==================== negbus_iop_rx
### Cell area per tile, negbus_iop_rx

Bar = 20 um. The die is cut into 10 by 10 equal tiles; dark purple is low, yellow is high, 0 to 100% covered.
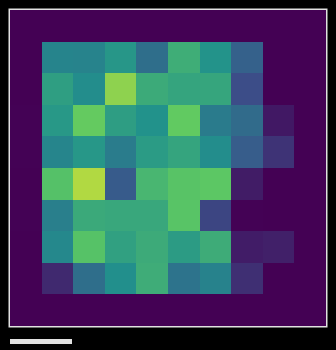

### config.mk
export PLATFORM = sky130hd
export DESIGN_NAME = negbus_iop_rx
export DESIGN_NICKNAME = d
export VERILOG_FILES = /design/src/rtl/negbus_iop_rx.sv
export SDC_FILE = /design/constraint.sdc
export NUM_CORES = 1
export LEC_CHECK = 0
export ABC_CLOCK_PERIOD_IN_PS = 2450
export CORE_MARGIN = 10
export CORE_UTILIZATION = 35
export CTS_CLUSTER_SIZE = 20
export DETAILED_ROUTE_END_ITERATION = 10
export PLACE_DENSITY = 0.58
export SETUP_SLACK_MARGIN = 0.2
export SLEW_MARGIN = 10
export SYNTH_ARGS = -nofsm -noshare
export SYNTH_HDL_FRONTEND = slang
export SYNTH_SLANG_ARGS = --single-unit
export TNS_END_PERCENT = 10
### constraint.sdc
create_clock -name clk -period 2.45 [get_ports clk]
set_clock_uncertainty 0.15 [all_clocks]
set_input_delay 0.6125 -clock clk [delete_from_list [all_inputs] [get_ports clk]]
set_output_delay 0.6125 -clock clk [all_outputs]
set_load 0.005 [all_outputs]
### src/rtl/negbus_iop_rx.sv
// Receiver for the ground-true negative-level I/O bus: synchronizes IOP, device-select
// and AC lines, filters glitches, decodes the select and emits one-clock IOP strobes.
module negbus_iop_rx #(
    parameter logic [5:0]  DEV_CODE = 6'o00,
    parameter int unsigned FILTER   = 4
) (
    input  logic        clk,
    input  logic        reset,
    input  logic [2:0]  bus_iop_n,
    input  logic [5:0]  bus_ds_n,
    input  logic [11:0] bus_ac_n,
    input  logic        err_clr,
    output logic [2:0]  iop_stb,
    output logic [11:0] ac_data,
    output logic        busy,
    output logic        err
);

    localparam logic [3:0] FILT = FILTER[3:0];
    localparam int         SW   = 21;

    typedef enum logic [1:0] {IDLE, QUAL, ACTIVE, REL} state_t;

    logic [SW-1:0] sync1_q, sync2_q;
    logic [2:0]    iop;
    logic [5:0]    ds;
    logic [11:0]   ac;
    logic          sel, any;

    state_t        state_q, state_d;
    logic [3:0]    cnt_q, cnt_d, cnt_inc;
    logic [2:0]    pat_q, pat_d;
    logic          qualify;
    logic [2:0]    stb_q, stb_d;
    logic [11:0]   ac_q, ac_d;
    logic          err_q, err_d, err_set;

    // Synchronizers reset to the deasserted (high) bus level.
    always_ff @(posedge clk or posedge reset) begin
        if (reset) begin
            sync1_q <= '1;
            sync2_q <= '1;
        end else begin
            sync1_q <= {bus_ac_n, bus_ds_n, bus_iop_n};
            sync2_q <= sync1_q;
        end
    end

    assign iop     = ~sync2_q[2:0];
    assign ds      = ~sync2_q[8:3];
    assign ac      = ~sync2_q[20:9];
    assign sel     = (ds == DEV_CODE);
    assign any     = |iop;
    assign cnt_inc = (cnt_q == 4'hF) ? cnt_q : cnt_q + 4'd1;

    always_ff @(posedge clk or posedge reset) begin
        if (reset) begin
            state_q <= IDLE;
            cnt_q   <= '0;
            pat_q   <= '0;
            stb_q   <= '0;
            ac_q    <= '0;
            err_q   <= 1'b0;
        end else begin
            state_q <= state_d;
            cnt_q   <= cnt_d;
            pat_q   <= pat_d;
            stb_q   <= stb_d;
            ac_q    <= ac_d;
            err_q   <= err_d;
        end
    end

    // The cycle that latches the pattern already counts as the first stable cycle.
    always_comb begin
        state_d = state_q;
        cnt_d   = cnt_q;
        pat_d   = pat_q;
        qualify = 1'b0;
        unique case (state_q)
            IDLE: begin
                cnt_d = '0;
                if (any && sel) begin
                    pat_d = iop;
                    cnt_d = 4'd1;
                    if (FILT <= 4'd1) begin
                        state_d = ACTIVE;
                        qualify = 1'b1;
                    end else begin
                        state_d = QUAL;
                    end
                end
            end
            QUAL: begin
                if (iop == pat_q && sel) begin
                    cnt_d = cnt_inc;
                    if (cnt_inc >= FILT) begin
                        state_d = ACTIVE;
                        qualify = 1'b1;
                    end
                end else begin
                    state_d = IDLE;
                    cnt_d   = '0;
                end
            end
            ACTIVE: begin
                if (!any) begin
                    if (FILT <= 4'd1) begin
                        state_d = IDLE;
                        cnt_d   = '0;
                    end else begin
                        state_d = REL;
                        cnt_d   = 4'd1;
                    end
                end
            end
            REL: begin
                if (any) begin
                    state_d = ACTIVE;
                    cnt_d   = '0;
                end else if (cnt_inc >= FILT) begin
                    state_d = IDLE;
                    cnt_d   = '0;
                end else begin
                    cnt_d = cnt_inc;
                end
            end
            default: begin
                state_d = IDLE;
                cnt_d   = '0;
            end
        endcase
    end

    always_comb begin
        stb_d   = qualify ? pat_d : 3'b000;
        ac_d    = qualify ? ac : ac_q;
        err_set = (state_q == ACTIVE) && ((|(iop & ~pat_q)) || (any && !sel));
        err_d   = err_set ? 1'b1 : (err_clr ? 1'b0 : err_q);
        busy    = (state_q == ACTIVE) || (state_q == REL);
    end

    assign iop_stb = stb_q;
    assign ac_data = ac_q;
    assign err     = err_q;

endmodule

==================== branch_target_predictor
[config.mk]
export PLATFORM = sky130hd
export DESIGN_NAME = branch_target_predictor
export DESIGN_NICKNAME = d
export VERILOG_FILES = /design/src/rtl/branch_target_predictor.sv
export SDC_FILE = /design/constraint.sdc
export NUM_CORES = 2
export LEC_CHECK = 0
export CORE_MARGIN = 2
export CORE_UTILIZATION = 35
export DETAILED_ROUTE_END_ITERATION = 10
export PLACE_DENSITY = 0.54
export REMOVE_ABC_BUFFERS = 1
export SYNTH_ARGS = -nofsm -noshare
export SYNTH_HDL_FRONTEND = slang
export SYNTH_SLANG_ARGS = --single-unit
[constraint.sdc]
create_clock -name CLK -period 38.9 [get_ports CLK]
set_input_delay 11.67 -clock CLK [delete_from_list [all_inputs] [get_ports CLK]]
set_output_delay 11.67 -clock CLK [all_outputs]
set_load 0.05 [all_outputs]
[src/rtl/branch_target_predictor.sv]
// Direct-mapped branch target buffer with per-line saturating direction counters.
// Lookup is combinational on IFPC; resolved outcomes update one line per cycle.
// A registered mispredict pulse and a saturating mispredict counter track accuracy.
module branch_target_predictor #(
  parameter int unsigned ENTRIES = 16,
  parameter int unsigned CTR_W   = 2,
  parameter int unsigned PC_LSB  = 2,
  parameter int unsigned CNT_W   = 16
) (
  input  logic             CLK,
  input  logic             RST,
  input  logic [31:0]      IFPC,
  output logic             HIT,
  output logic             PTAKEN,
  output logic [31:0]      PTARGET,
  input  logic             UPD,
  input  logic [31:0]      UPDPC,
  input  logic             UPDTAKEN,
  input  logic [31:0]      UPDTGT,
  input  logic             UPDPRED,
  input  logic             FLUSH,
  output logic             MISPRED,
  output logic [CNT_W-1:0] MISCNT
);

  localparam int unsigned IDX_W = $clog2(ENTRIES);
  localparam int unsigned TAG_W = 32 - PC_LSB - IDX_W;

  localparam logic [CTR_W-1:0] CtrMax = '1;
  // Weakly taken is the MSB alone; weakly not taken sits just below it.
  localparam logic [CTR_W-1:0] CtrWt  = CTR_W'(1 << (CTR_W - 1));
  localparam logic [CTR_W-1:0] CtrWnt = CtrWt - CTR_W'(1);

  logic             valid_q [ENTRIES];
  logic [TAG_W-1:0] tag_q   [ENTRIES];
  logic [31:0]      tgt_q   [ENTRIES];
  logic [CTR_W-1:0] ctr_q   [ENTRIES];

  logic             mispred_q;
  logic [CNT_W-1:0] cnt_q;

  logic [IDX_W-1:0] lk_idx;
  logic [TAG_W-1:0] lk_tag;
  logic [IDX_W-1:0] up_idx;
  logic [TAG_W-1:0] up_tag;
  logic             up_hit;
  logic             up_we;
  logic [CTR_W-1:0] up_ctr;
  logic [31:0]      up_tgt;
  logic             mis;

  if (PC_LSB > 0) begin : g_lsb
    logic unused_lsb;
    assign unused_lsb = ^{IFPC[PC_LSB-1:0], UPDPC[PC_LSB-1:0]};
  end

  assign lk_idx = IFPC[PC_LSB +: IDX_W];
  assign lk_tag = IFPC[31 -: TAG_W];
  assign up_idx = UPDPC[PC_LSB +: IDX_W];
  assign up_tag = UPDPC[31 -: TAG_W];
  assign up_hit = valid_q[up_idx] && (tag_q[up_idx] == up_tag);
  assign mis    = UPD && (UPDPRED != UPDTAKEN);

  // Zero-latency lookup; returns pre-update contents when an update hits the same line.
  always_comb begin
    HIT     = valid_q[lk_idx] && (tag_q[lk_idx] == lk_tag);
    PTAKEN  = HIT && ctr_q[lk_idx][CTR_W-1];
    PTARGET = PTAKEN ? tgt_q[lk_idx] : IFPC + 32'd4;
  end

  // Next contents of the line addressed by UPDPC: train on hit, allocate on taken miss.
  always_comb begin
    up_we  = 1'b0;
    up_ctr = ctr_q[up_idx];
    up_tgt = tgt_q[up_idx];
    if (UPD) begin
      if (up_hit) begin
        up_we = 1'b1;
        if (UPDTAKEN) begin
          up_tgt = UPDTGT;
          if (ctr_q[up_idx] != CtrMax) up_ctr = ctr_q[up_idx] + CTR_W'(1);
        end else if (ctr_q[up_idx] != '0) begin
          up_ctr = ctr_q[up_idx] - CTR_W'(1);
        end
      end else if (UPDTAKEN) begin
        up_we  = 1'b1;
        up_ctr = CtrWt;
        up_tgt = UPDTGT;
      end
    end
  end

  // Line storage; FLUSH only drops valid bits and pre-empts any same-cycle line write.
  always_ff @(posedge CLK or posedge RST) begin
    if (RST) begin
      for (int unsigned i = 0; i < ENTRIES; i++) begin
        valid_q[i] <= 1'b0;
        tag_q[i]   <= '0;
        tgt_q[i]   <= '0;
        ctr_q[i]   <= CtrWnt;
      end
    end else if (FLUSH) begin
      for (int unsigned i = 0; i < ENTRIES; i++) begin
        valid_q[i] <= 1'b0;
      end
    end else if (up_we) begin
      valid_q[up_idx] <= 1'b1;
      tag_q[up_idx]   <= up_tag;
      tgt_q[up_idx]   <= up_tgt;
      ctr_q[up_idx]   <= up_ctr;
    end
  end

  // Mispredict statistics; counted regardless of FLUSH, cleared only by reset.
  always_ff @(posedge CLK or posedge RST) begin
    if (RST) begin
      mispred_q <= 1'b0;
      cnt_q     <= '0;
    end else begin
      mispred_q <= mis;
      if (mis && (cnt_q != '1)) cnt_q <= cnt_q + CNT_W'(1);
    end
  end

  assign MISPRED = mispred_q;
  assign MISCNT  = cnt_q;

endmodule

==================== mem_arbiter
$ cat src/rtl/mem_arbiter.sv
// Shares one single-port synchronous RAM between the fetch port and the load/store port.
// Define MEM_ARB_RR_EN for round-robin arbitration; otherwise data has fixed priority over fetch.
module mem_arbiter #(
  parameter int unsigned AW     = 32,
  parameter int unsigned DW     = 32,
  parameter int unsigned RD_LAT = 1
) (
  input  logic          i_clk,
  input  logic          i_rst_n,
  input  logic          i_if_req,
  input  logic [AW-1:0] i_if_addr,
  output logic          o_if_gnt,
  output logic          o_if_rvalid,
  output logic [DW-1:0] o_if_rdata,
  input  logic          i_dm_req,
  input  logic          i_dm_we,
  input  logic [AW-1:0] i_dm_addr,
  input  logic [DW-1:0] i_dm_wdata,
  output logic          o_dm_gnt,
  output logic          o_dm_rvalid,
  output logic [DW-1:0] o_dm_rdata,
  output logic          o_ram_en,
  output logic          o_ram_we,
  output logic [AW-1:0] o_ram_addr,
  output logic [DW-1:0] o_ram_wdata,
  input  logic [DW-1:0] i_ram_rdata,
  output logic          o_busy
);

  typedef enum logic [1:0] {StIdle, StIssue, StWait, StResp} state_e;

  state_e        state_q, state_d;
  logic [3:0]    cnt_q, cnt_d;
  logic          win_dm_q;
  logic          we_q;
  logic [AW-1:0] addr_q;
  logic [DW-1:0] wdata_q;
  logic [DW-1:0] if_rdata_q, dm_rdata_q;
  logic          any_req;
  logic          pick_dm;

  assign any_req = i_if_req | i_dm_req;

`ifdef MEM_ARB_RR_EN
  // Remembers whether the most recent grant went to the data port; fetch after reset.
  logic last_dm_q;

  always_ff @(posedge i_clk or negedge i_rst_n) begin
    if (!i_rst_n) begin
      last_dm_q <= 1'b0;
    end else if (state_q == StIssue) begin
      last_dm_q <= win_dm_q;
    end
  end

  assign pick_dm = i_dm_req & (~i_if_req | ~last_dm_q);
`else
  assign pick_dm = i_dm_req;
`endif

  always_ff @(posedge i_clk or negedge i_rst_n) begin
    if (!i_rst_n) begin
      state_q <= StIdle;
      cnt_q   <= 4'd0;
    end else begin
      state_q <= state_d;
      cnt_q   <= cnt_d;
    end
  end

  always_comb begin
    state_d = state_q;
    cnt_d   = cnt_q;
    unique case (state_q)
      StIdle:  if (any_req) state_d = StIssue;
      StIssue: begin
        if (we_q) begin
          state_d = StIdle;
        end else begin
          state_d = StWait;
          cnt_d   = 4'(RD_LAT);
        end
      end
      StWait: begin
        cnt_d = cnt_q - 4'd1;
        if (cnt_q == 4'd1) state_d = StResp;
      end
      StResp:  state_d = StIdle;
      default: state_d = StIdle;
    endcase
  end

  always_comb begin
    o_if_gnt    = 1'b0;
    o_dm_gnt    = 1'b0;
    o_if_rvalid = 1'b0;
    o_dm_rvalid = 1'b0;
    o_ram_en    = 1'b0;
    o_ram_we    = 1'b0;
    unique case (state_q)
      StIssue: begin
        o_ram_en = 1'b1;
        o_ram_we = we_q;
        o_if_gnt = ~win_dm_q;
        o_dm_gnt = win_dm_q;
      end
      StResp: begin
        o_if_rvalid = ~win_dm_q;
        o_dm_rvalid = win_dm_q;
      end
      default: ;
    endcase
  end

  // Winner fields are latched once in IDLE; wdata is forced to zero for reads.
  always_ff @(posedge i_clk or negedge i_rst_n) begin
    if (!i_rst_n) begin
      win_dm_q <= 1'b0;
      we_q     <= 1'b0;
      addr_q   <= '0;
      wdata_q  <= '0;
    end else if (state_q == StIdle && any_req) begin
      win_dm_q <= pick_dm;
      we_q     <= pick_dm & i_dm_we;
      addr_q   <= pick_dm ? i_dm_addr : i_if_addr;
      wdata_q  <= (pick_dm & i_dm_we) ? i_dm_wdata : '0;
    end
  end

  always_ff @(posedge i_clk or negedge i_rst_n) begin
    if (!i_rst_n) begin
      if_rdata_q <= '0;
      dm_rdata_q <= '0;
    end else if (state_q == StWait && cnt_q == 4'd1) begin
      if (win_dm_q) dm_rdata_q <= i_ram_rdata;
      else          if_rdata_q <= i_ram_rdata;
    end
  end

  assign o_if_rdata  = if_rdata_q;
  assign o_dm_rdata  = dm_rdata_q;
  assign o_ram_addr  = addr_q;
  assign o_ram_wdata = wdata_q;
  assign o_busy      = (state_q != StIdle);

endmodule

$ cat config.mk
export PLATFORM = sky130hd
export DESIGN_NAME = mem_arbiter
export DESIGN_NICKNAME = d
export VERILOG_FILES = /design/src/rtl/mem_arbiter.sv
export SDC_FILE = /design/constraint.sdc
export NUM_CORES = 1
export LEC_CHECK = 0
export ABC_AREA = 1
export CAP_MARGIN = 20
export CORE_ASPECT_RATIO = 1.5
export CORE_MARGIN = 10
export CORE_UTILIZATION = 39
export CTS_BUF_LIST = sky130_fd_sc_hd__clkbuf_4
export CTS_CLUSTER_SIZE = 12
export DETAILED_ROUTE_END_ITERATION = 7
export PLACE_DENSITY_LB_ADDON = 0.2
export SLEW_MARGIN = 15
export SYNTH_ARGS = -nofsm -noshare
export SYNTH_HDL_FRONTEND = slang
export SYNTH_SLANG_ARGS = --single-unit
$ cat constraint.sdc
create_clock -name i_clk -period 1.6 [get_ports i_clk]
set_clock_uncertainty 0.2 [all_clocks]
set_input_delay 0.48 -clock i_clk [delete_from_list [all_inputs] [get_ports i_clk]]
set_output_delay 0.48 -clock i_clk [all_outputs]
set_load 0.005 [all_outputs]
### Signal wires by layer, negbus_iop_rx

Only two layers are drawn.
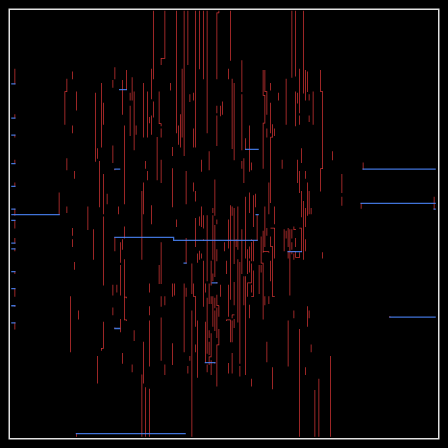
[blue] met3 | wire length: 141 um
[red] met2 | wire length: 1950 um
Wirelength per Cell: 13.27 um
Routed WL: 3.942 mm
Tot GR Track Use: 8.318%
via count: 1355

### Routed metal per tile, negbus_iop_rx

The die is cut into 20 by 20 equal tiles; dark purple is low, yellow is high, scaled to the fullest tile. Values are wire area over tile area, all layers added.
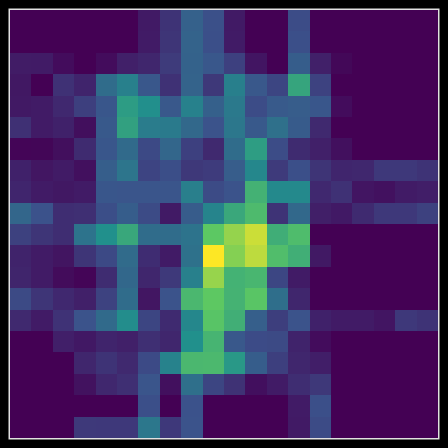
emptiest ninth of the die: lower right
densest ninth of the die: center
tiles over half the peak: 7.7%

About 'Cell area per tile' of negbus_iop_rx:
tiles over 75% full: 4.0%
nearly empty tiles: 42%
mean over tiles: 28%
fullest tile: 88%

==> impl_metrics.env, negbus_iop_rx <==
# source this file to load flow results
export IMPL_max_slew_margin_pct=53.57
export IMPL_core_sq_um=6459
export IMPL_comb_power_share_pct=4.9
export IMPL_nets=243
export IMPL_enable_flop_cells=0
export IMPL_power_switching_uw=441.9
export IMPL_p_int_mw=1.655
export IMPL_cp_cell_sequence="clkdlybuf4s50_1"
export IMPL_cap_violations=0
export IMPL_status="completed"
export IMPL_cpPeakStageDelay_ns=0.56
export IMPL_netlist_instances=167
export IMPL_clock_tree_buffer_depth=2
export IMPL_ys_seq_share_pct=72.89
export IMPL_hold_class="flip-flop to flip-flop"
export IMPL_grt_pass1_wl_mm=6.637
export IMPL_num_rows=29
export IMPL_syn_avg_cell_area_sq_um=14.21
export IMPL_yosysWarnings=0
export IMPL_fp_util_pct=36.73
export IMPL_placed_cells=281
export IMPL_seq_share_pct=57.08
export IMPL_synthSimpleGateAreaFrac_pct=11.92
export IMPL_antenna_found_initial=0
export IMPL_layout_setup_ws_ns=0.3064
export IMPL_crit_family="buffers and inverters"
export IMPL_ys_area_sq_um=2372
==> negbus_iop_rx: per-layer routing <==
metal / GRT usage [%] / vias to the layer above
met5: 0 / -
met4: 6.833 / 0
met3: 2.227 / 10
met2: 12.74 / 33
met1: 9.615 / 657
li1: - / 655
==> negbus_iop_rx: worst reg2reg max path: stages, from the launching register on <==
cell	delay (ns)
dfstp_2	0.55
inv_1	0.04
ha_1	0.30
nand4_2	0.13
nor4_4	0.28
o21ai_4	0.28
nand2_1	0.16
o21ai_2	0.05
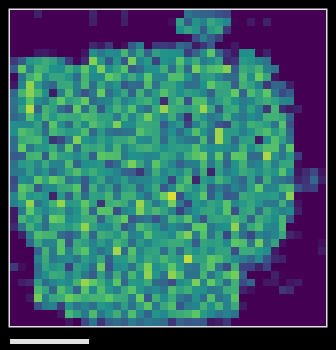
*Cell area per tile, branch_target_predictor*
Bar = 100 um. The die is cut into 40 by 40 equal tiles; dark purple is low, yellow is high, 0 to 100% covered.
nearly empty tiles: 23%
fullest tile: 94%
tiles over 75% full: 3.4%
mean over tiles: 37%
Core Util, Final: 39.79%
core area: 154400 sq um
Pre-Place Util: 35.32%

### Signal wires by layer, branch_target_predictor

Only two layers are drawn.
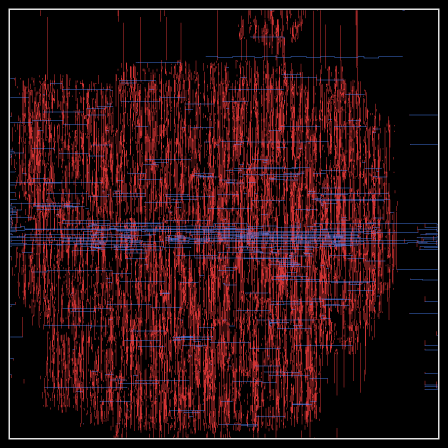
[red] met2 | wire length: 79.0 mm
[blue] met3 | wire length: 10200 um

==> impl_metrics.env, branch_target_predictor <==
# source this file to load flow results
export IMPL_grt_usage_pct=21.77
export IMPL_synth_adder_area_share_pct=0.06424
export IMPL_status="completed"
export IMPL_cts_resized_gates=0
export IMPL_n_all_buffers=222
export IMPL_place_hpwl_mm=98.48
export IMPL_area_combinational_sq_um=27900
export IMPL_endpoint="PTARGET[7]"
export IMPL_ys_area_sq_um=54540
export IMPL_warning_count=33
export IMPL_syn_avg_cell_area_sq_um=15.60
export IMPL_nets=3593
export IMPL_cts_buffers=113
export IMPL_yosys_area_share_aoi_pct=1.783
export IMPL_busiest_layer="met2"
export IMPL_power_mw=2.747
export IMPL_fmax_mhz=34.16
export IMPL_cts_tree="yes"
export IMPL_min_path_cells=1
export IMPL_synth_main_ff_cell="dfrtp_1"
export IMPL_cp_arrival_ns=17.60
export IMPL_portBuffers=150
export IMPL_inv_count=26
export IMPL_buf_share_pct=3.424
export IMPL_clkTransAtPathRegs_ns=0.05
export IMPL_grt_pass1_wl_mm=252.2
export IMPL_fin_skew_ns=0.05183
export IMPL_ys_sh_xor_pct=1.429
export IMPL_ys_types=71
export IMPL_ys_seq_share_pct=45.60
[branch_target_predictor: state kept, by name, indices dropped and copies added, names as in the netlist]
name,cells
tgt_q,512
tag_q,416
ctr_q,32
valid_q,16
MISPRED,1
MISCNT,16
[branch_target_predictor: worst min path at each step]
stage               start    endpoint  slack, ns
4_1_cts         MISCNT[5]   MISCNT[5]       0.48
3_3_place_gp    MISCNT[5]   MISCNT[5]       0.48
2_1_floorplan  valid_q[0]  valid_q[0]       0.46
5_1_grt         MISCNT[5]   MISCNT[5]       0.49
3_5_place_dp    MISCNT[5]   MISCNT[5]       0.47
6_report        MISCNT[5]   MISCNT[5]       0.48
### Clock wiring as the flow saved it, mem_arbiter

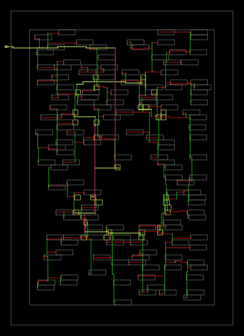
clk latency late pin: 0.51 ns
CTS sink count: 136
total CTS buffers: 17
Flops: 136

==> impl_metrics.env, mem_arbiter <==
# source this file to load flow results
export IMPL_yosys_area_share_aoi_pct=3.071
export IMPL_setup_viol=271
export IMPL_synth_main_ff_cell="dfrtp_1"
export IMPL_slew_viol_final=0
export IMPL_overflow=0
export IMPL_clock_tree_buffer_depth=2
export IMPL_layout_drive_gt1_share_pct=45.20
export IMPL_design_area_sq_um=10670
export IMPL_violations="setup timing"
export IMPL_clkTransAtPathRegs_ns=0.15
export IMPL_antenna_cells=2
export IMPL_route_detailed_drc=0
export IMPL_status="finished, violations left"
export IMPL_layout_setup_ws_ns=-0.5169
export IMPL_drt_iter0_markers=436
export IMPL_finalHoldViolCount=0
-- mem_arbiter: critical path, cell delays in order, from the launching register on --
cell	delay, ns
dfrtp_1	0.44
buf_6	0.14
nor2_4	0.08
buf_6	0.12
inv_4	0.04
buf_6	0.10
-- mem_arbiter: cells by family after synthesis --
kind of cell               after synthesis
AOI/OAI and AO/OA                       36
adders and majority gates                2
buffers and inverters                   91
DFF                                    136
and+or+nand+nor                        450
-- mem_arbiter: where the power goes --
group	internal, mW	leakage (nW)	switching, mW	total (mW)
combinational	6.05	3.79	5.57	11.6
clock	0.664	0.126	1.40	2.06
sequential	5.08	1.68	1.10	6.18

==> screenshots <==
Sequential cells colored by netlist name.
(a)
Bar = 20 um. Other sequential cells in the stronger gray, the rest of the logic in the fainter gray.
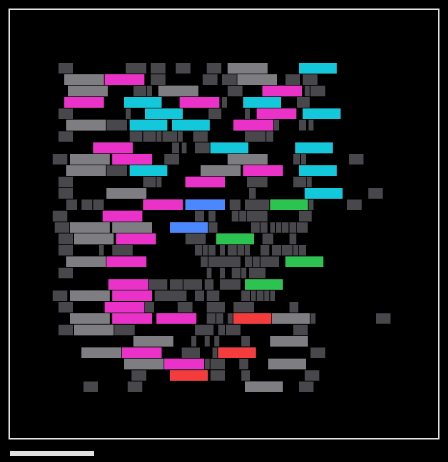
(b)
Bar = 100 um. Other sequential cells in the stronger gray, the rest of the logic in the fainter gray.
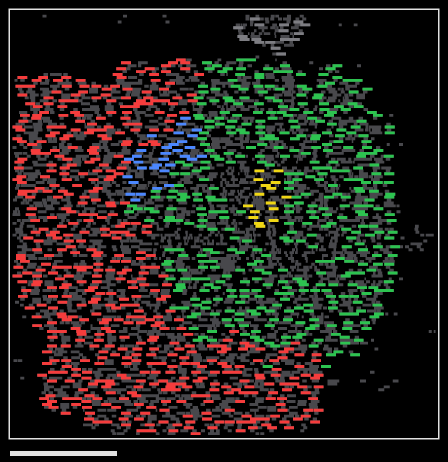
(c)
Bar = 20 um. Other sequential cells in the stronger gray, the rest of the logic in the fainter gray.
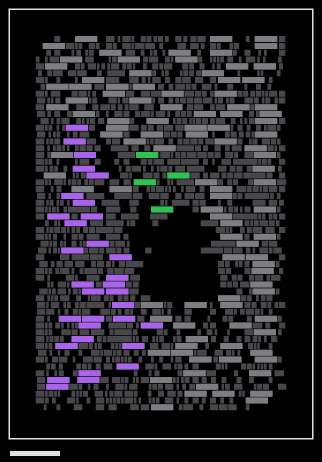
For mem_arbiter, see (c).
For branch_target_predictor, see (b).
For negbus_iop_rx, see (a).
Of these, most sequential cells: (b)


==================== dcache_ctrl
### Cell area per tile, dcache_ctrl

Bar = 100 um. The die is cut into 18 by 26 equal tiles; dark purple is low, yellow is high, 0 to 100% covered.
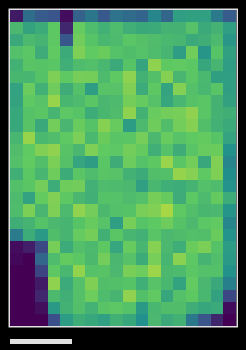

### src/rtl/mips_cache_pkg.sv
// Shared types and address-field helpers for the MIPS data cache.
// Field widths here match the default 16-line, 4-word geometry.
package mips_cache_pkg;

  typedef enum logic [1:0] {
    IDLE   = 2'd0,
    REFILL = 2'd1,
    WRITE  = 2'd2,
    RESP   = 2'd3
  } cache_state_e;

  localparam int NUM_LINES_DEF      = 16;
  localparam int WORDS_PER_LINE_DEF = 4;
  localparam int OFF_W = $clog2(WORDS_PER_LINE_DEF);
  localparam int IDX_W = $clog2(NUM_LINES_DEF);
  localparam int TAG_W = 30 - OFF_W - IDX_W;

  // Helpers return the field right-aligned in 32 bits; callers size-cast.
  function automatic logic [31:0] addr_off(input logic [31:0] addr, input int off_w);
    return (addr >> 2) & ((32'd1 << off_w) - 32'd1);
  endfunction

  function automatic logic [31:0] addr_idx(input logic [31:0] addr, input int off_w,
                                           input int idx_w);
    return (addr >> (2 + off_w)) & ((32'd1 << idx_w) - 32'd1);
  endfunction

  function automatic logic [31:0] addr_tag(input logic [31:0] addr, input int off_w,
                                           input int idx_w);
    return addr >> (2 + off_w + idx_w);
  endfunction

  function automatic logic [31:0] sat_inc(input logic [31:0] v);
    return (v == 32'hFFFF_FFFF) ? v : v + 32'd1;
  endfunction

endpackage

### src/rtl/dcache_store.sv
// Valid/tag/data storage for the direct-mapped data cache.
// Combinational read; synchronous word and tag writes; only valid bits reset.
module dcache_store
  import mips_cache_pkg::*;
#(
  parameter int NUM_LINES      = NUM_LINES_DEF,
  parameter int WORDS_PER_LINE = WORDS_PER_LINE_DEF,
  localparam int OW = $clog2(WORDS_PER_LINE),
  localparam int IW = $clog2(NUM_LINES),
  localparam int TW = 30 - OW - IW
) (
  input  logic          clk,
  input  logic          rst_n,
  input  logic [IW-1:0] rd_idx,
  input  logic [OW-1:0] rd_off,
  output logic [31:0]   rd_word,
  output logic [TW-1:0] rd_tag,
  output logic          rd_valid,
  input  logic [IW-1:0] wr_idx,
  input  logic          word_we,
  input  logic [OW-1:0] wr_off,
  input  logic [31:0]   wr_word,
  input  logic          tag_we,
  input  logic [TW-1:0] tag_wdata
);

  logic [31:0]          data_q [NUM_LINES*WORDS_PER_LINE];
  logic [TW-1:0]        tag_q  [NUM_LINES];
  logic [NUM_LINES-1:0] valid_q;
  logic [NUM_LINES-1:0] valid_d;

  always_comb begin
    valid_d = valid_q;
    if (tag_we) valid_d[wr_idx] = 1'b1;
  end

  always_ff @(posedge clk or negedge rst_n) begin
    if (!rst_n) valid_q <= '0;
    else        valid_q <= valid_d;
  end

  // Arrays carry no reset; stale contents are masked by the valid bits.
  always_ff @(posedge clk) begin
    if (word_we) data_q[{wr_idx, wr_off}] <= wr_word;
    if (tag_we)  tag_q[wr_idx]            <= tag_wdata;
  end

  assign rd_word  = data_q[{rd_idx, rd_off}];
  assign rd_tag   = tag_q[rd_idx];
  assign rd_valid = valid_q[rd_idx];

endmodule

### src/rtl/dcache_ctrl.sv
// Direct-mapped, write-through, no-write-allocate data cache controller
// between the MEM stage and a multi-cycle word memory.
module dcache_ctrl
  import mips_cache_pkg::*;
#(
  parameter int NUM_LINES      = NUM_LINES_DEF,
  parameter int WORDS_PER_LINE = WORDS_PER_LINE_DEF
) (
  input  logic         clk,
  input  logic         reset,
  input  logic         cpu_req,
  input  logic         cpu_we,
  input  logic [31:0]  cpu_addr,
  input  logic [31:0]  cpu_wdata,
  output logic [31:0]  cpu_rdata,
  output logic         stall,
  output logic         mem_req,
  output logic         mem_we,
  output logic [31:0]  mem_addr,
  output logic [31:0]  mem_wdata,
  input  logic [31:0]  mem_rdata,
  input  logic         mem_ready,
  output logic [31:0]  hit_count,
  output logic [31:0]  miss_count,
  output cache_state_e state_dbg
);

  localparam int OW = $clog2(WORDS_PER_LINE);
  localparam int IW = $clog2(NUM_LINES);
  localparam int TW = 30 - OW - IW;
  localparam logic [OW-1:0] LAST_WORD = OW'(WORDS_PER_LINE - 1);

  // Handshakes: the CPU access completes in the cycle where cpu_req=1 and
  // stall=0. A memory word completes in the cycle where mem_req=1 and
  // mem_ready=1; mem_req/addr/we/wdata hold steady until that cycle.

  cache_state_e  state_q, state_d;
  logic [OW-1:0] cnt_q, cnt_d;
  logic [31:0]   hit_cnt_q, hit_cnt_d;
  logic [31:0]   miss_cnt_q, miss_cnt_d;

  logic [OW-1:0] off;
  logic [IW-1:0] idx;
  logic [TW-1:0] tag;
  logic [31:0]   rd_word;
  logic [TW-1:0] rd_tag;
  logic          rd_valid;
  logic          hit;
  logic          word_we;
  logic [OW-1:0] wr_off;
  logic [31:0]   wr_word;
  logic          tag_we;
  logic          stall_c;

  assign off = OW'(addr_off(cpu_addr, OW));
  assign idx = IW'(addr_idx(cpu_addr, OW, IW));
  assign tag = TW'(addr_tag(cpu_addr, OW, IW));

  dcache_store #(
    .NUM_LINES      (NUM_LINES),
    .WORDS_PER_LINE (WORDS_PER_LINE)
  ) u_store (
    .clk       (clk),
    .rst_n     (reset),
    .rd_idx    (idx),
    .rd_off    (off),
    .rd_word   (rd_word),
    .rd_tag    (rd_tag),
    .rd_valid  (rd_valid),
    .wr_idx    (idx),
    .word_we   (word_we),
    .wr_off    (wr_off),
    .wr_word   (wr_word),
    .tag_we    (tag_we),
    .tag_wdata (tag)
  );

  assign hit = rd_valid && (rd_tag == tag);

  always_comb begin
    state_d    = state_q;
    cnt_d      = cnt_q;
    hit_cnt_d  = hit_cnt_q;
    miss_cnt_d = miss_cnt_q;
    stall_c    = 1'b0;
    mem_req    = 1'b0;
    mem_we     = 1'b0;
    mem_addr   = '0;
    mem_wdata  = '0;
    word_we    = 1'b0;
    wr_off     = off;
    wr_word    = cpu_wdata;
    tag_we     = 1'b0;

    unique case (state_q)
      IDLE: begin
        if (cpu_req) begin
          if (cpu_we) begin
            stall_c = 1'b1;
            state_d = WRITE;
          end else if (hit) begin
            hit_cnt_d = sat_inc(hit_cnt_q);
          end else begin
            stall_c    = 1'b1;
            state_d    = REFILL;
            cnt_d      = '0;
            miss_cnt_d = sat_inc(miss_cnt_q);
          end
        end
      end
      REFILL: begin
        stall_c  = 1'b1;
        mem_req  = 1'b1;
        mem_addr = {tag, idx, cnt_q, 2'b00};
        if (mem_ready) begin
          word_we = 1'b1;
          wr_off  = cnt_q;
          wr_word = mem_rdata;
          cnt_d   = cnt_q + 1'b1;
          // Tag and valid land only with the last word, so an abandoned
          // refill never exposes a partial line.
          if (cnt_q == LAST_WORD) begin
            tag_we  = 1'b1;
            state_d = RESP;
          end
        end
      end
      WRITE: begin
        stall_c   = 1'b1;
        mem_req   = 1'b1;
        mem_we    = 1'b1;
        mem_addr  = {cpu_addr[31:2], 2'b00};
        mem_wdata = cpu_wdata;
        if (mem_ready) begin
          word_we = hit;
          state_d = RESP;
        end
      end
      RESP: begin
        state_d = IDLE;
      end
      default: begin
        state_d = IDLE;
      end
    endcase
  end

  always_ff @(posedge clk or negedge reset) begin
    if (!reset) begin
      state_q    <= IDLE;
      cnt_q      <= '0;
      hit_cnt_q  <= '0;
      miss_cnt_q <= '0;
    end else begin
      state_q    <= state_d;
      cnt_q      <= cnt_d;
      hit_cnt_q  <= hit_cnt_d;
      miss_cnt_q <= miss_cnt_d;
    end
  end

  // A pending load miss in IDLE would otherwise raise stall while reset is low.
  assign stall      = stall_c & reset;
  assign cpu_rdata  = rd_word;
  assign hit_count  = hit_cnt_q;
  assign miss_count = miss_cnt_q;
  assign state_dbg  = state_q;

endmodule
### config.mk
export PLATFORM = sky130hd
export DESIGN_NAME = dcache_ctrl
export DESIGN_NICKNAME = d
export VERILOG_FILES = /design/src/rtl/mips_cache_pkg.sv /design/src/rtl/dcache_store.sv /design/src/rtl/dcache_ctrl.sv
export SDC_FILE = /design/constraint.sdc
export NUM_CORES = 2
export LEC_CHECK = 0
export ABC_AREA = 1
export CORE_ASPECT_RATIO = 1.4
export CORE_MARGIN = 2
export CORE_UTILIZATION = 56
export CTS_CLUSTER_DIAMETER = 50
export CTS_CLUSTER_SIZE = 12
export DETAILED_ROUTE_END_ITERATION = 6
export PLACE_DENSITY_LB_ADDON = 0.1
export SYNTH_ARGS = -nofsm -noshare
export SYNTH_HDL_FRONTEND = slang
export SYNTH_HIERARCHICAL = 1
export SYNTH_SLANG_ARGS = --single-unit
### constraint.sdc
create_clock -name clk -period 5.2 [get_ports clk]
set_input_delay 1.56 -clock clk [delete_from_list [all_inputs] [get_ports clk]]
set_output_delay 1.56 -clock clk [all_outputs]
set_load 0.01 [all_outputs]
==================== nla_batch_controller
<file path="src/rtl/nla_ctrl_pkg.sv">
// -----------------------------------------------------------------------------
// nla_ctrl_pkg
// Shared definitions for the NLA batch controller:
//   STATE_W  - width of the controller state register
//   PERF_W   - width of the batch cycle counter
//   state_t  - controller states (LOAD, PRIME, CHECK, FETCH, WAIT, EMIT)
// No ports (package).
// -----------------------------------------------------------------------------
package nla_ctrl_pkg;

  localparam int STATE_W = 3;
  localparam int PERF_W  = 32;

  typedef enum logic [STATE_W-1:0] {
    LOAD  = 3'd0,
    PRIME = 3'd1,
    CHECK = 3'd2,
    FETCH = 3'd3,
    WAIT  = 3'd4,
    EMIT  = 3'd5
  } state_t;

endpackage

</file>
<file path="src/rtl/nla_wait_timer.sv">
// -----------------------------------------------------------------------------
// nla_wait_timer
// Load/count/expire counter that paces the MAC wait after each coefficient fetch.
// Ports:
//   clk     in   clock
//   rst_n   in   synchronous active-low reset (counter to 0)
//   load    in   restart the count at 0
//   count   in   advance the count by one
//   expire  out  high while the count equals MAC_LATENCY-1 (last wait cycle)
// -----------------------------------------------------------------------------
module nla_wait_timer #(
  parameter int MAC_LATENCY = 10
) (
  input  logic clk,
  input  logic rst_n,
  input  logic load,
  input  logic count,
  output logic expire
);

  localparam int CW = $clog2(MAC_LATENCY + 1);
  localparam logic [CW-1:0] LAST = CW'(MAC_LATENCY - 1);

  logic [CW-1:0] cnt_q, cnt_d;

  assign expire = (cnt_q == LAST);

  always_comb begin
    cnt_d = cnt_q;
    if (load) begin
      cnt_d = '0;
    end else if (count && !expire) begin
      // Holding at LAST keeps the counter from ever wrapping.
      cnt_d = cnt_q + 1'b1;
    end
  end

  always_ff @(posedge clk) begin
    if (!rst_n) begin
      cnt_q <= '0;
    end else begin
      cnt_q <= cnt_d;
    end
  end

endmodule

</file>
<file path="src/rtl/nla_batch_controller.sv">
// -----------------------------------------------------------------------------
// nla_batch_controller
// Sequencer for the NLA polynomial/MAC datapath. Fills the signal/coeff buffers,
// then evaluates batch_len samples against one coefficient load: per coefficient
// one rd_en_coeff followed by MAC_LATENCY wait cycles. Results leave through a
// valid/ready handshake.
// Optional feature macro: NLA_CTRL_PERF_EN (batch cycle counter on perf_cycles;
// when undefined perf_cycles is tied to 0).
// Ports:
//   clk, rst_n                   clock, synchronous active-low reset
//   num_coeff, batch_len         coefficients per sample / samples per batch
//   sig_ready, coeff_ready       buffer-full flags from the write logic
//   abort                        return to LOAD next cycle
//   result_ready                 downstream accepts the result
//   rst_reg_n                    datapath register reset (low while rst_n low)
//   wr_en_signal, wr_en_coeff    buffer write enables
//   rd_en_signal, rd_en_coeff    buffer read strobes
//   redo_coeff, redo_data        coeff pointer rewind / accumulator clear hold
//   ld_result, result_valid      result register load / result available
//   busy, done                   state != LOAD / last result of batch accepted
//   perf_cycles                  batch cycle count
// -----------------------------------------------------------------------------
module nla_batch_controller
  import nla_ctrl_pkg::*;
#(
  parameter int ADDR_LINES  = 4,
  parameter int MAC_LATENCY = 10,
  parameter int BATCH_W     = 4
) (
  input  logic                  clk,
  input  logic                  rst_n,
  input  logic [ADDR_LINES-1:0] num_coeff,
  input  logic [BATCH_W-1:0]    batch_len,
  input  logic                  sig_ready,
  input  logic                  coeff_ready,
  input  logic                  abort,
  input  logic                  result_ready,
  output logic                  rst_reg_n,
  output logic                  wr_en_signal,
  output logic                  wr_en_coeff,
  output logic                  rd_en_signal,
  output logic                  rd_en_coeff,
  output logic                  redo_coeff,
  output logic                  redo_data,
  output logic                  ld_result,
  output logic                  result_valid,
  output logic                  busy,
  output logic                  done,
  output logic [31:0]           perf_cycles
);

  state_t                state_q, state_d;
  logic [ADDR_LINES-1:0] coeff_cnt_q, coeff_cnt_d;
  logic [ADDR_LINES-1:0] num_coeff_q, num_coeff_d;
  logic [BATCH_W-1:0]    samp_cnt_q, samp_cnt_d;
  logic                  timer_load, timer_count, timer_expire;

  assign rst_reg_n = rst_n;
  assign busy      = (state_q != LOAD);

  nla_wait_timer #(
    .MAC_LATENCY(MAC_LATENCY)
  ) u_wait_timer (
    .clk   (clk),
    .rst_n (rst_n),
    .load  (timer_load),
    .count (timer_count),
    .expire(timer_expire)
  );

  always_comb begin
    state_d      = state_q;
    coeff_cnt_d  = coeff_cnt_q;
    num_coeff_d  = num_coeff_q;
    samp_cnt_d   = samp_cnt_q;
    wr_en_signal = 1'b0;
    wr_en_coeff  = 1'b0;
    rd_en_signal = 1'b0;
    rd_en_coeff  = 1'b0;
    redo_coeff   = 1'b0;
    redo_data    = 1'b1;
    ld_result    = 1'b0;
    result_valid = 1'b0;
    done         = 1'b0;
    timer_load   = 1'b0;
    timer_count  = 1'b0;

    case (state_q)
      LOAD: begin
        if (!sig_ready) begin
          wr_en_signal = 1'b1;
        end else if (!coeff_ready) begin
          wr_en_coeff = 1'b1;
        end else begin
          rd_en_signal = 1'b1;
          redo_coeff   = 1'b1;
          // Batch geometry is frozen here; later input changes are ignored.
          num_coeff_d  = num_coeff;
          coeff_cnt_d  = num_coeff;
          samp_cnt_d   = (batch_len == '0) ? BATCH_W'(1) : batch_len;
          state_d      = PRIME;
        end
      end
      PRIME: begin
        redo_data = 1'b0;
        state_d   = CHECK;
      end
      CHECK: begin
        state_d = (coeff_cnt_q == '0) ? EMIT : FETCH;
      end
      FETCH: begin
        rd_en_coeff = 1'b1;
        timer_load  = 1'b1;
        if (coeff_cnt_q != '0) begin
          coeff_cnt_d = coeff_cnt_q - 1'b1;
        end
        state_d = WAIT;
      end
      WAIT: begin
        timer_count = 1'b1;
        if (timer_expire) begin
          state_d = CHECK;
        end
      end
      EMIT: begin
        ld_result    = 1'b1;
        result_valid = 1'b1;
        if (result_ready) begin
          if (samp_cnt_q == BATCH_W'(1)) begin
            done    = 1'b1;
            state_d = LOAD;
          end else begin
            samp_cnt_d   = samp_cnt_q - 1'b1;
            rd_en_signal = 1'b1;
            redo_coeff   = 1'b1;
            coeff_cnt_d  = num_coeff_q;
            state_d      = PRIME;
          end
        end
      end
      default: begin
        state_d = LOAD;
      end
    endcase

    // Abort overrides everything, including a result handshake in EMIT.
    if (abort) begin
      state_d = LOAD;
    end
    if (abort || !rst_n) begin
      wr_en_signal = 1'b0;
      wr_en_coeff  = 1'b0;
      rd_en_signal = 1'b0;
      rd_en_coeff  = 1'b0;
      redo_coeff   = 1'b0;
      redo_data    = 1'b1;
      ld_result    = 1'b0;
      result_valid = 1'b0;
      done         = 1'b0;
      timer_load   = 1'b0;
      timer_count  = 1'b0;
    end
  end

  always_ff @(posedge clk) begin
    if (!rst_n) begin
      state_q     <= LOAD;
      coeff_cnt_q <= '0;
      num_coeff_q <= '0;
      samp_cnt_q  <= '0;
    end else begin
      state_q     <= state_d;
      coeff_cnt_q <= coeff_cnt_d;
      num_coeff_q <= num_coeff_d;
      samp_cnt_q  <= samp_cnt_d;
    end
  end

`ifdef NLA_CTRL_PERF_EN
  logic              load_exit;
  logic [PERF_W-1:0] perf_q, perf_d;

  assign load_exit = (state_q == LOAD) && (state_d == PRIME);

  always_comb begin
    perf_d = perf_q;
    if (load_exit) begin
      // The LOAD-exit cycle is the first cycle of the batch.
      perf_d = PERF_W'(1);
    end else if (busy && (perf_q != '1)) begin
      perf_d = perf_q + 1'b1;
    end
  end

  always_ff @(posedge clk) begin
    if (!rst_n) begin
      perf_q <= '0;
    end else begin
      perf_q <= perf_d;
    end
  end

  assign perf_cycles = perf_q;
`else
  assign perf_cycles = '0;
`endif

endmodule

</file>
<file path="config.mk">
export PLATFORM = sky130hd
export DESIGN_NAME = nla_batch_controller
export DESIGN_NICKNAME = d
export VERILOG_FILES = /design/src/rtl/nla_ctrl_pkg.sv /design/src/rtl/nla_wait_timer.sv /design/src/rtl/nla_batch_controller.sv
export SDC_FILE = /design/constraint.sdc
export NUM_CORES = 1
export LEC_CHECK = 0
export ABC_AREA = 1
export CAP_MARGIN = 15
export CORE_MARGIN = 4
export CORE_UTILIZATION = 44
export CTS_CLUSTER_DIAMETER = 120
export DETAILED_ROUTE_END_ITERATION = 8
export GPL_TIMING_DRIVEN = 0
export HOLD_SLACK_MARGIN = 0.02
export PLACE_DENSITY = 0.91
export SETUP_SLACK_MARGIN = 0.4
export SLEW_MARGIN = 20
export SYNTH_ARGS = -nofsm -noshare
export SYNTH_HDL_FRONTEND = slang
export SYNTH_SLANG_ARGS = --single-unit
</file>
<file path="constraint.sdc">
create_clock -name clk -period 1.9 [get_ports clk]
set_clock_uncertainty 0.2 [all_clocks]
set_input_delay 0.38 -clock clk [delete_from_list [all_inputs] [get_ports clk]]
set_output_delay 0.38 -clock clk [all_outputs]
set_load 0.01 [all_outputs]
</file>

==> layout pictures side by side <==
Clock wiring as the flow saved it.
image #1
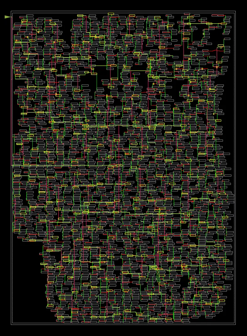
image #2
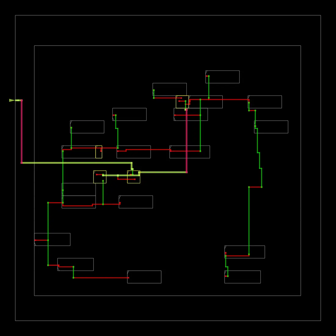
dcache_ctrl -> image #1
nla_batch_controller -> image #2

### Routed metal per tile, nla_batch_controller

The die is cut into 13 by 13 equal tiles; dark purple is low, yellow is high, scaled to the fullest tile. Values are wire area over tile area, all layers added.
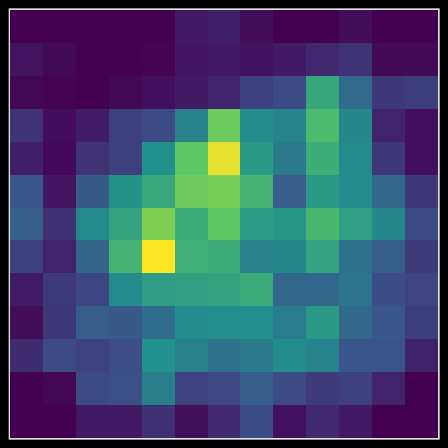
densest ninth of the die: center
emptiest ninth of the die: upper left
mean over tiles: 0.19
fullest tile: 0.70
Wirelength per Cell: 14.41 um
Routed WL: 5.189 mm
via count: 1736

### Sequential cells colored by netlist name, nla_batch_controller

Bar = 20 um. Other sequential cells in the stronger gray, the rest of the logic in the fainter gray.
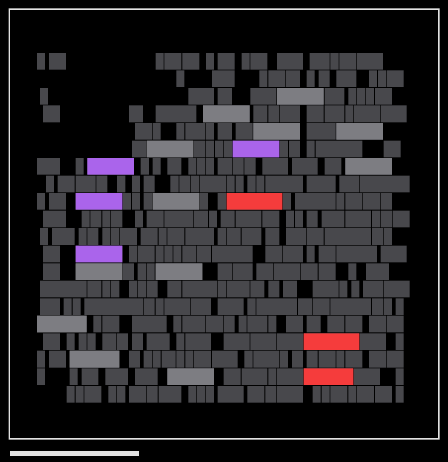
[purple] num_coeff_q | sequential cells: 4 | where: middle left
[red] state_q | sequential cells: 3

==> impl_metrics.env, nla_batch_controller <==
# source this file to load flow results
export IMPL_antenna_cells=0
export IMPL_setup_tns_ns=-0.6733
export IMPL_route_met3_wl_um=330
export IMPL_violations="setup timing"
export IMPL_crit_top_cell="nor2_4"
export IMPL_netlist_top_cells_area="dfxtp_1, buf_4, nand2_1"
export IMPL_warning_count=32
export IMPL_lay_top_cells="buf_4, nand2_1, conb_1, nor2_1, buf_6"
export IMPL_status="finished, violations left"
export IMPL_area_combinational_sq_um=1119
export IMPL_synth_area_sq_um=1503
export IMPL_irDropWorstVdd_v=0.0004265
export IMPL_route_detailed_drc=0
export IMPL_r2r_end="state_q[1]"
export IMPL_setup_viol=6
export IMPL_fillCellCount=210
export IMPL_topCombFamilyByArea="simple AND/OR/NAND/NOR gates"
export IMPL_ys_flops=19
export IMPL_combinationalPower_uw=337
export IMPL_cts_resized_gates=82
export IMPL_yosys_area_share_aoi_pct=7.077
export IMPL_syn_avg_cell_area_sq_um=6.562
export IMPL_p_per_area_nw_per_um2=398.0
export IMPL_met1_usage_pct=23.01
export IMPL_path_class="flip-flop to output pin"
export IMPL_nets=337
export IMPL_layout_setup_ws_ns=-0.1735
-- nla_batch_controller: state kept, by name, indices dropped and copies added, names as in the netlist --
name and flops:
u_wait_timer.cnt_q 4, state_q 3, coeff_cnt_q 4, num_coeff_q 4
samp_cnt_q 4
-- nla_batch_controller: layout make-up --
cell class,instances,area share [%]
Buffer,38,12.60
Clock buffer,4,1.058
Inverter,22,4.234
Multi-Input combinational cell,181,45.06
Sequential cell,19,15.78
Tap cell,44,2.218
Timing Repair Buffer,52,19.05
-- nla_batch_controller: tightest hold or removal path: stages --
cell and delay, ns:
buf_12 0.12, nand2_2 0.06, nor2_1 0.03
### Sequential cells colored by netlist name, dcache_ctrl

Bar = 100 um. Other sequential cells in the stronger gray, the rest of the logic in the fainter gray.
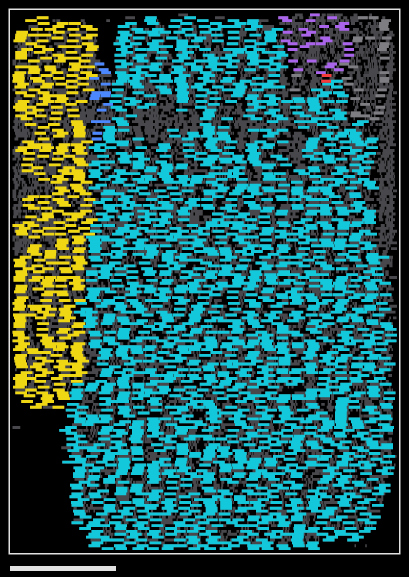
[purple] hit_count | sequential cells: 32 | where: upper right
[red] state_dbg | sequential cells: 2
[cyan] u_store/data_q | sequential cells: 2048
[blue] u_store/valid_q | sequential cells: 16 | where: upper left
[yellow] u_store/tag_q | sequential cells: 384
not colored: 34

### Routed metal per tile, dcache_ctrl

The die is cut into 18 by 26 equal tiles; dark purple is low, yellow is high, scaled to the fullest tile. Values are wire area over tile area, all layers added.
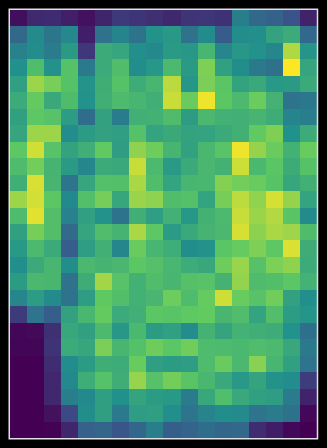
mean over tiles: 0.27
fullest tile: 0.48
densest ninth of the die: middle right
via count: 71957
Wirelength per Cell: 25.57 um
Tot GR Track Use: 31.91%

## Picture notes: 'Cell area per tile' of dcache_ctrl
emptiest ninth of the die: lower left
tiles over 75% full: 22%
fullest tile: 87%
mean over tiles: 64%
nearly empty tiles: 2.8%
Pre-Place Util: 56.27%
Core Util, Final: 67.22%

==> impl_metrics.env, dcache_ctrl <==
# source this file to load flow results
export IMPL_status="finished, violations left"
export IMPL_violations="setup timing"
export IMPL_layout_setup_ws_ns=-0.2697
export IMPL_cpMaxStageDelayCell="xnor2_2"
export IMPL_min_period_over_period_pct=105.2
export IMPL_path_class="primary input to output pin"
export IMPL_clkbuf_count=269
export IMPL_postCtsSetupBuffers=36
export IMPL_place_hpwl_mm=179.6
export IMPL_swShare_pct=24.03
export IMPL_grt_max_degree=68
export IMPL_wl_mm=304.2
export IMPL_wl_met1_mm=113.0
export IMPL_logic_gates=5460
export IMPL_ys_sh_xor_pct=0.3989
export IMPL_io_pins=266
export IMPL_sh_comb_area_pct=20.92
export IMPL_die_h_um=511.9
export IMPL_yosysWarnings=6
export IMPL_grt_pass1_wl_mm=445.1
export IMPL_setup_viol=1
-- dcache_ctrl: cells in the mapped netlist, types with 26 or more instances --
cell	count	area (sq um)
o22ai_1	27	168.9
buf_4	29	217.7
buf_2	329	1647
o211ai_1	26	195.2
o221ai_1	70	613.1
buf_6	30	337.8
clkbuf_1	123	461.7
edfxtp_1	2432	73030
nand2_1	2601	9763
xor2_1	32	280.3
dfrtp_1	84	2102
nor2_1	368	1381
buf_1	42	157.7
o21ai_0	202	1011
inv_1	166	623.1
nand3_1	1947	9744
nand4_1	39	244.0
mux2_2	33	371.6


==> gallery <==
Signal wires by layer.
Only two layers are drawn.
shot_01.png
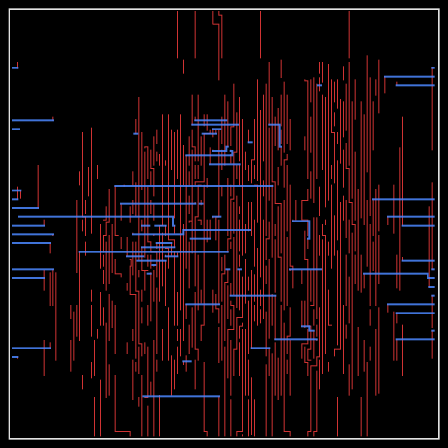
shot_02.png
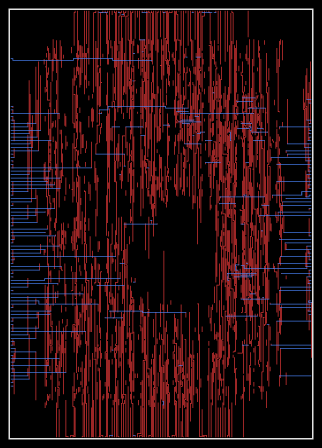
shot_03.png
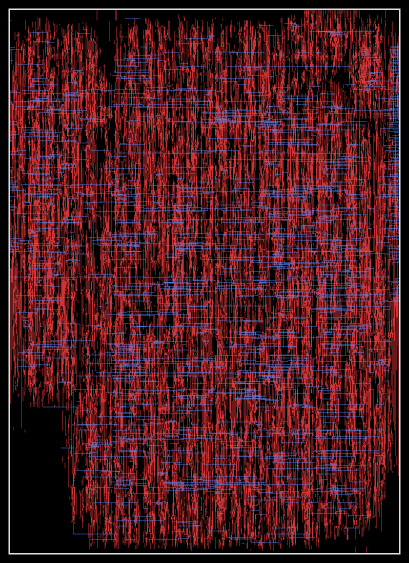
- most wire: shot_03.png
- least wire: shot_01.png
shot_02.png: mem_arbiter
shot_01.png: nla_batch_controller
shot_03.png: dcache_ctrl

Power figures rest on the tool's default switching activity, not on a simulated workload.
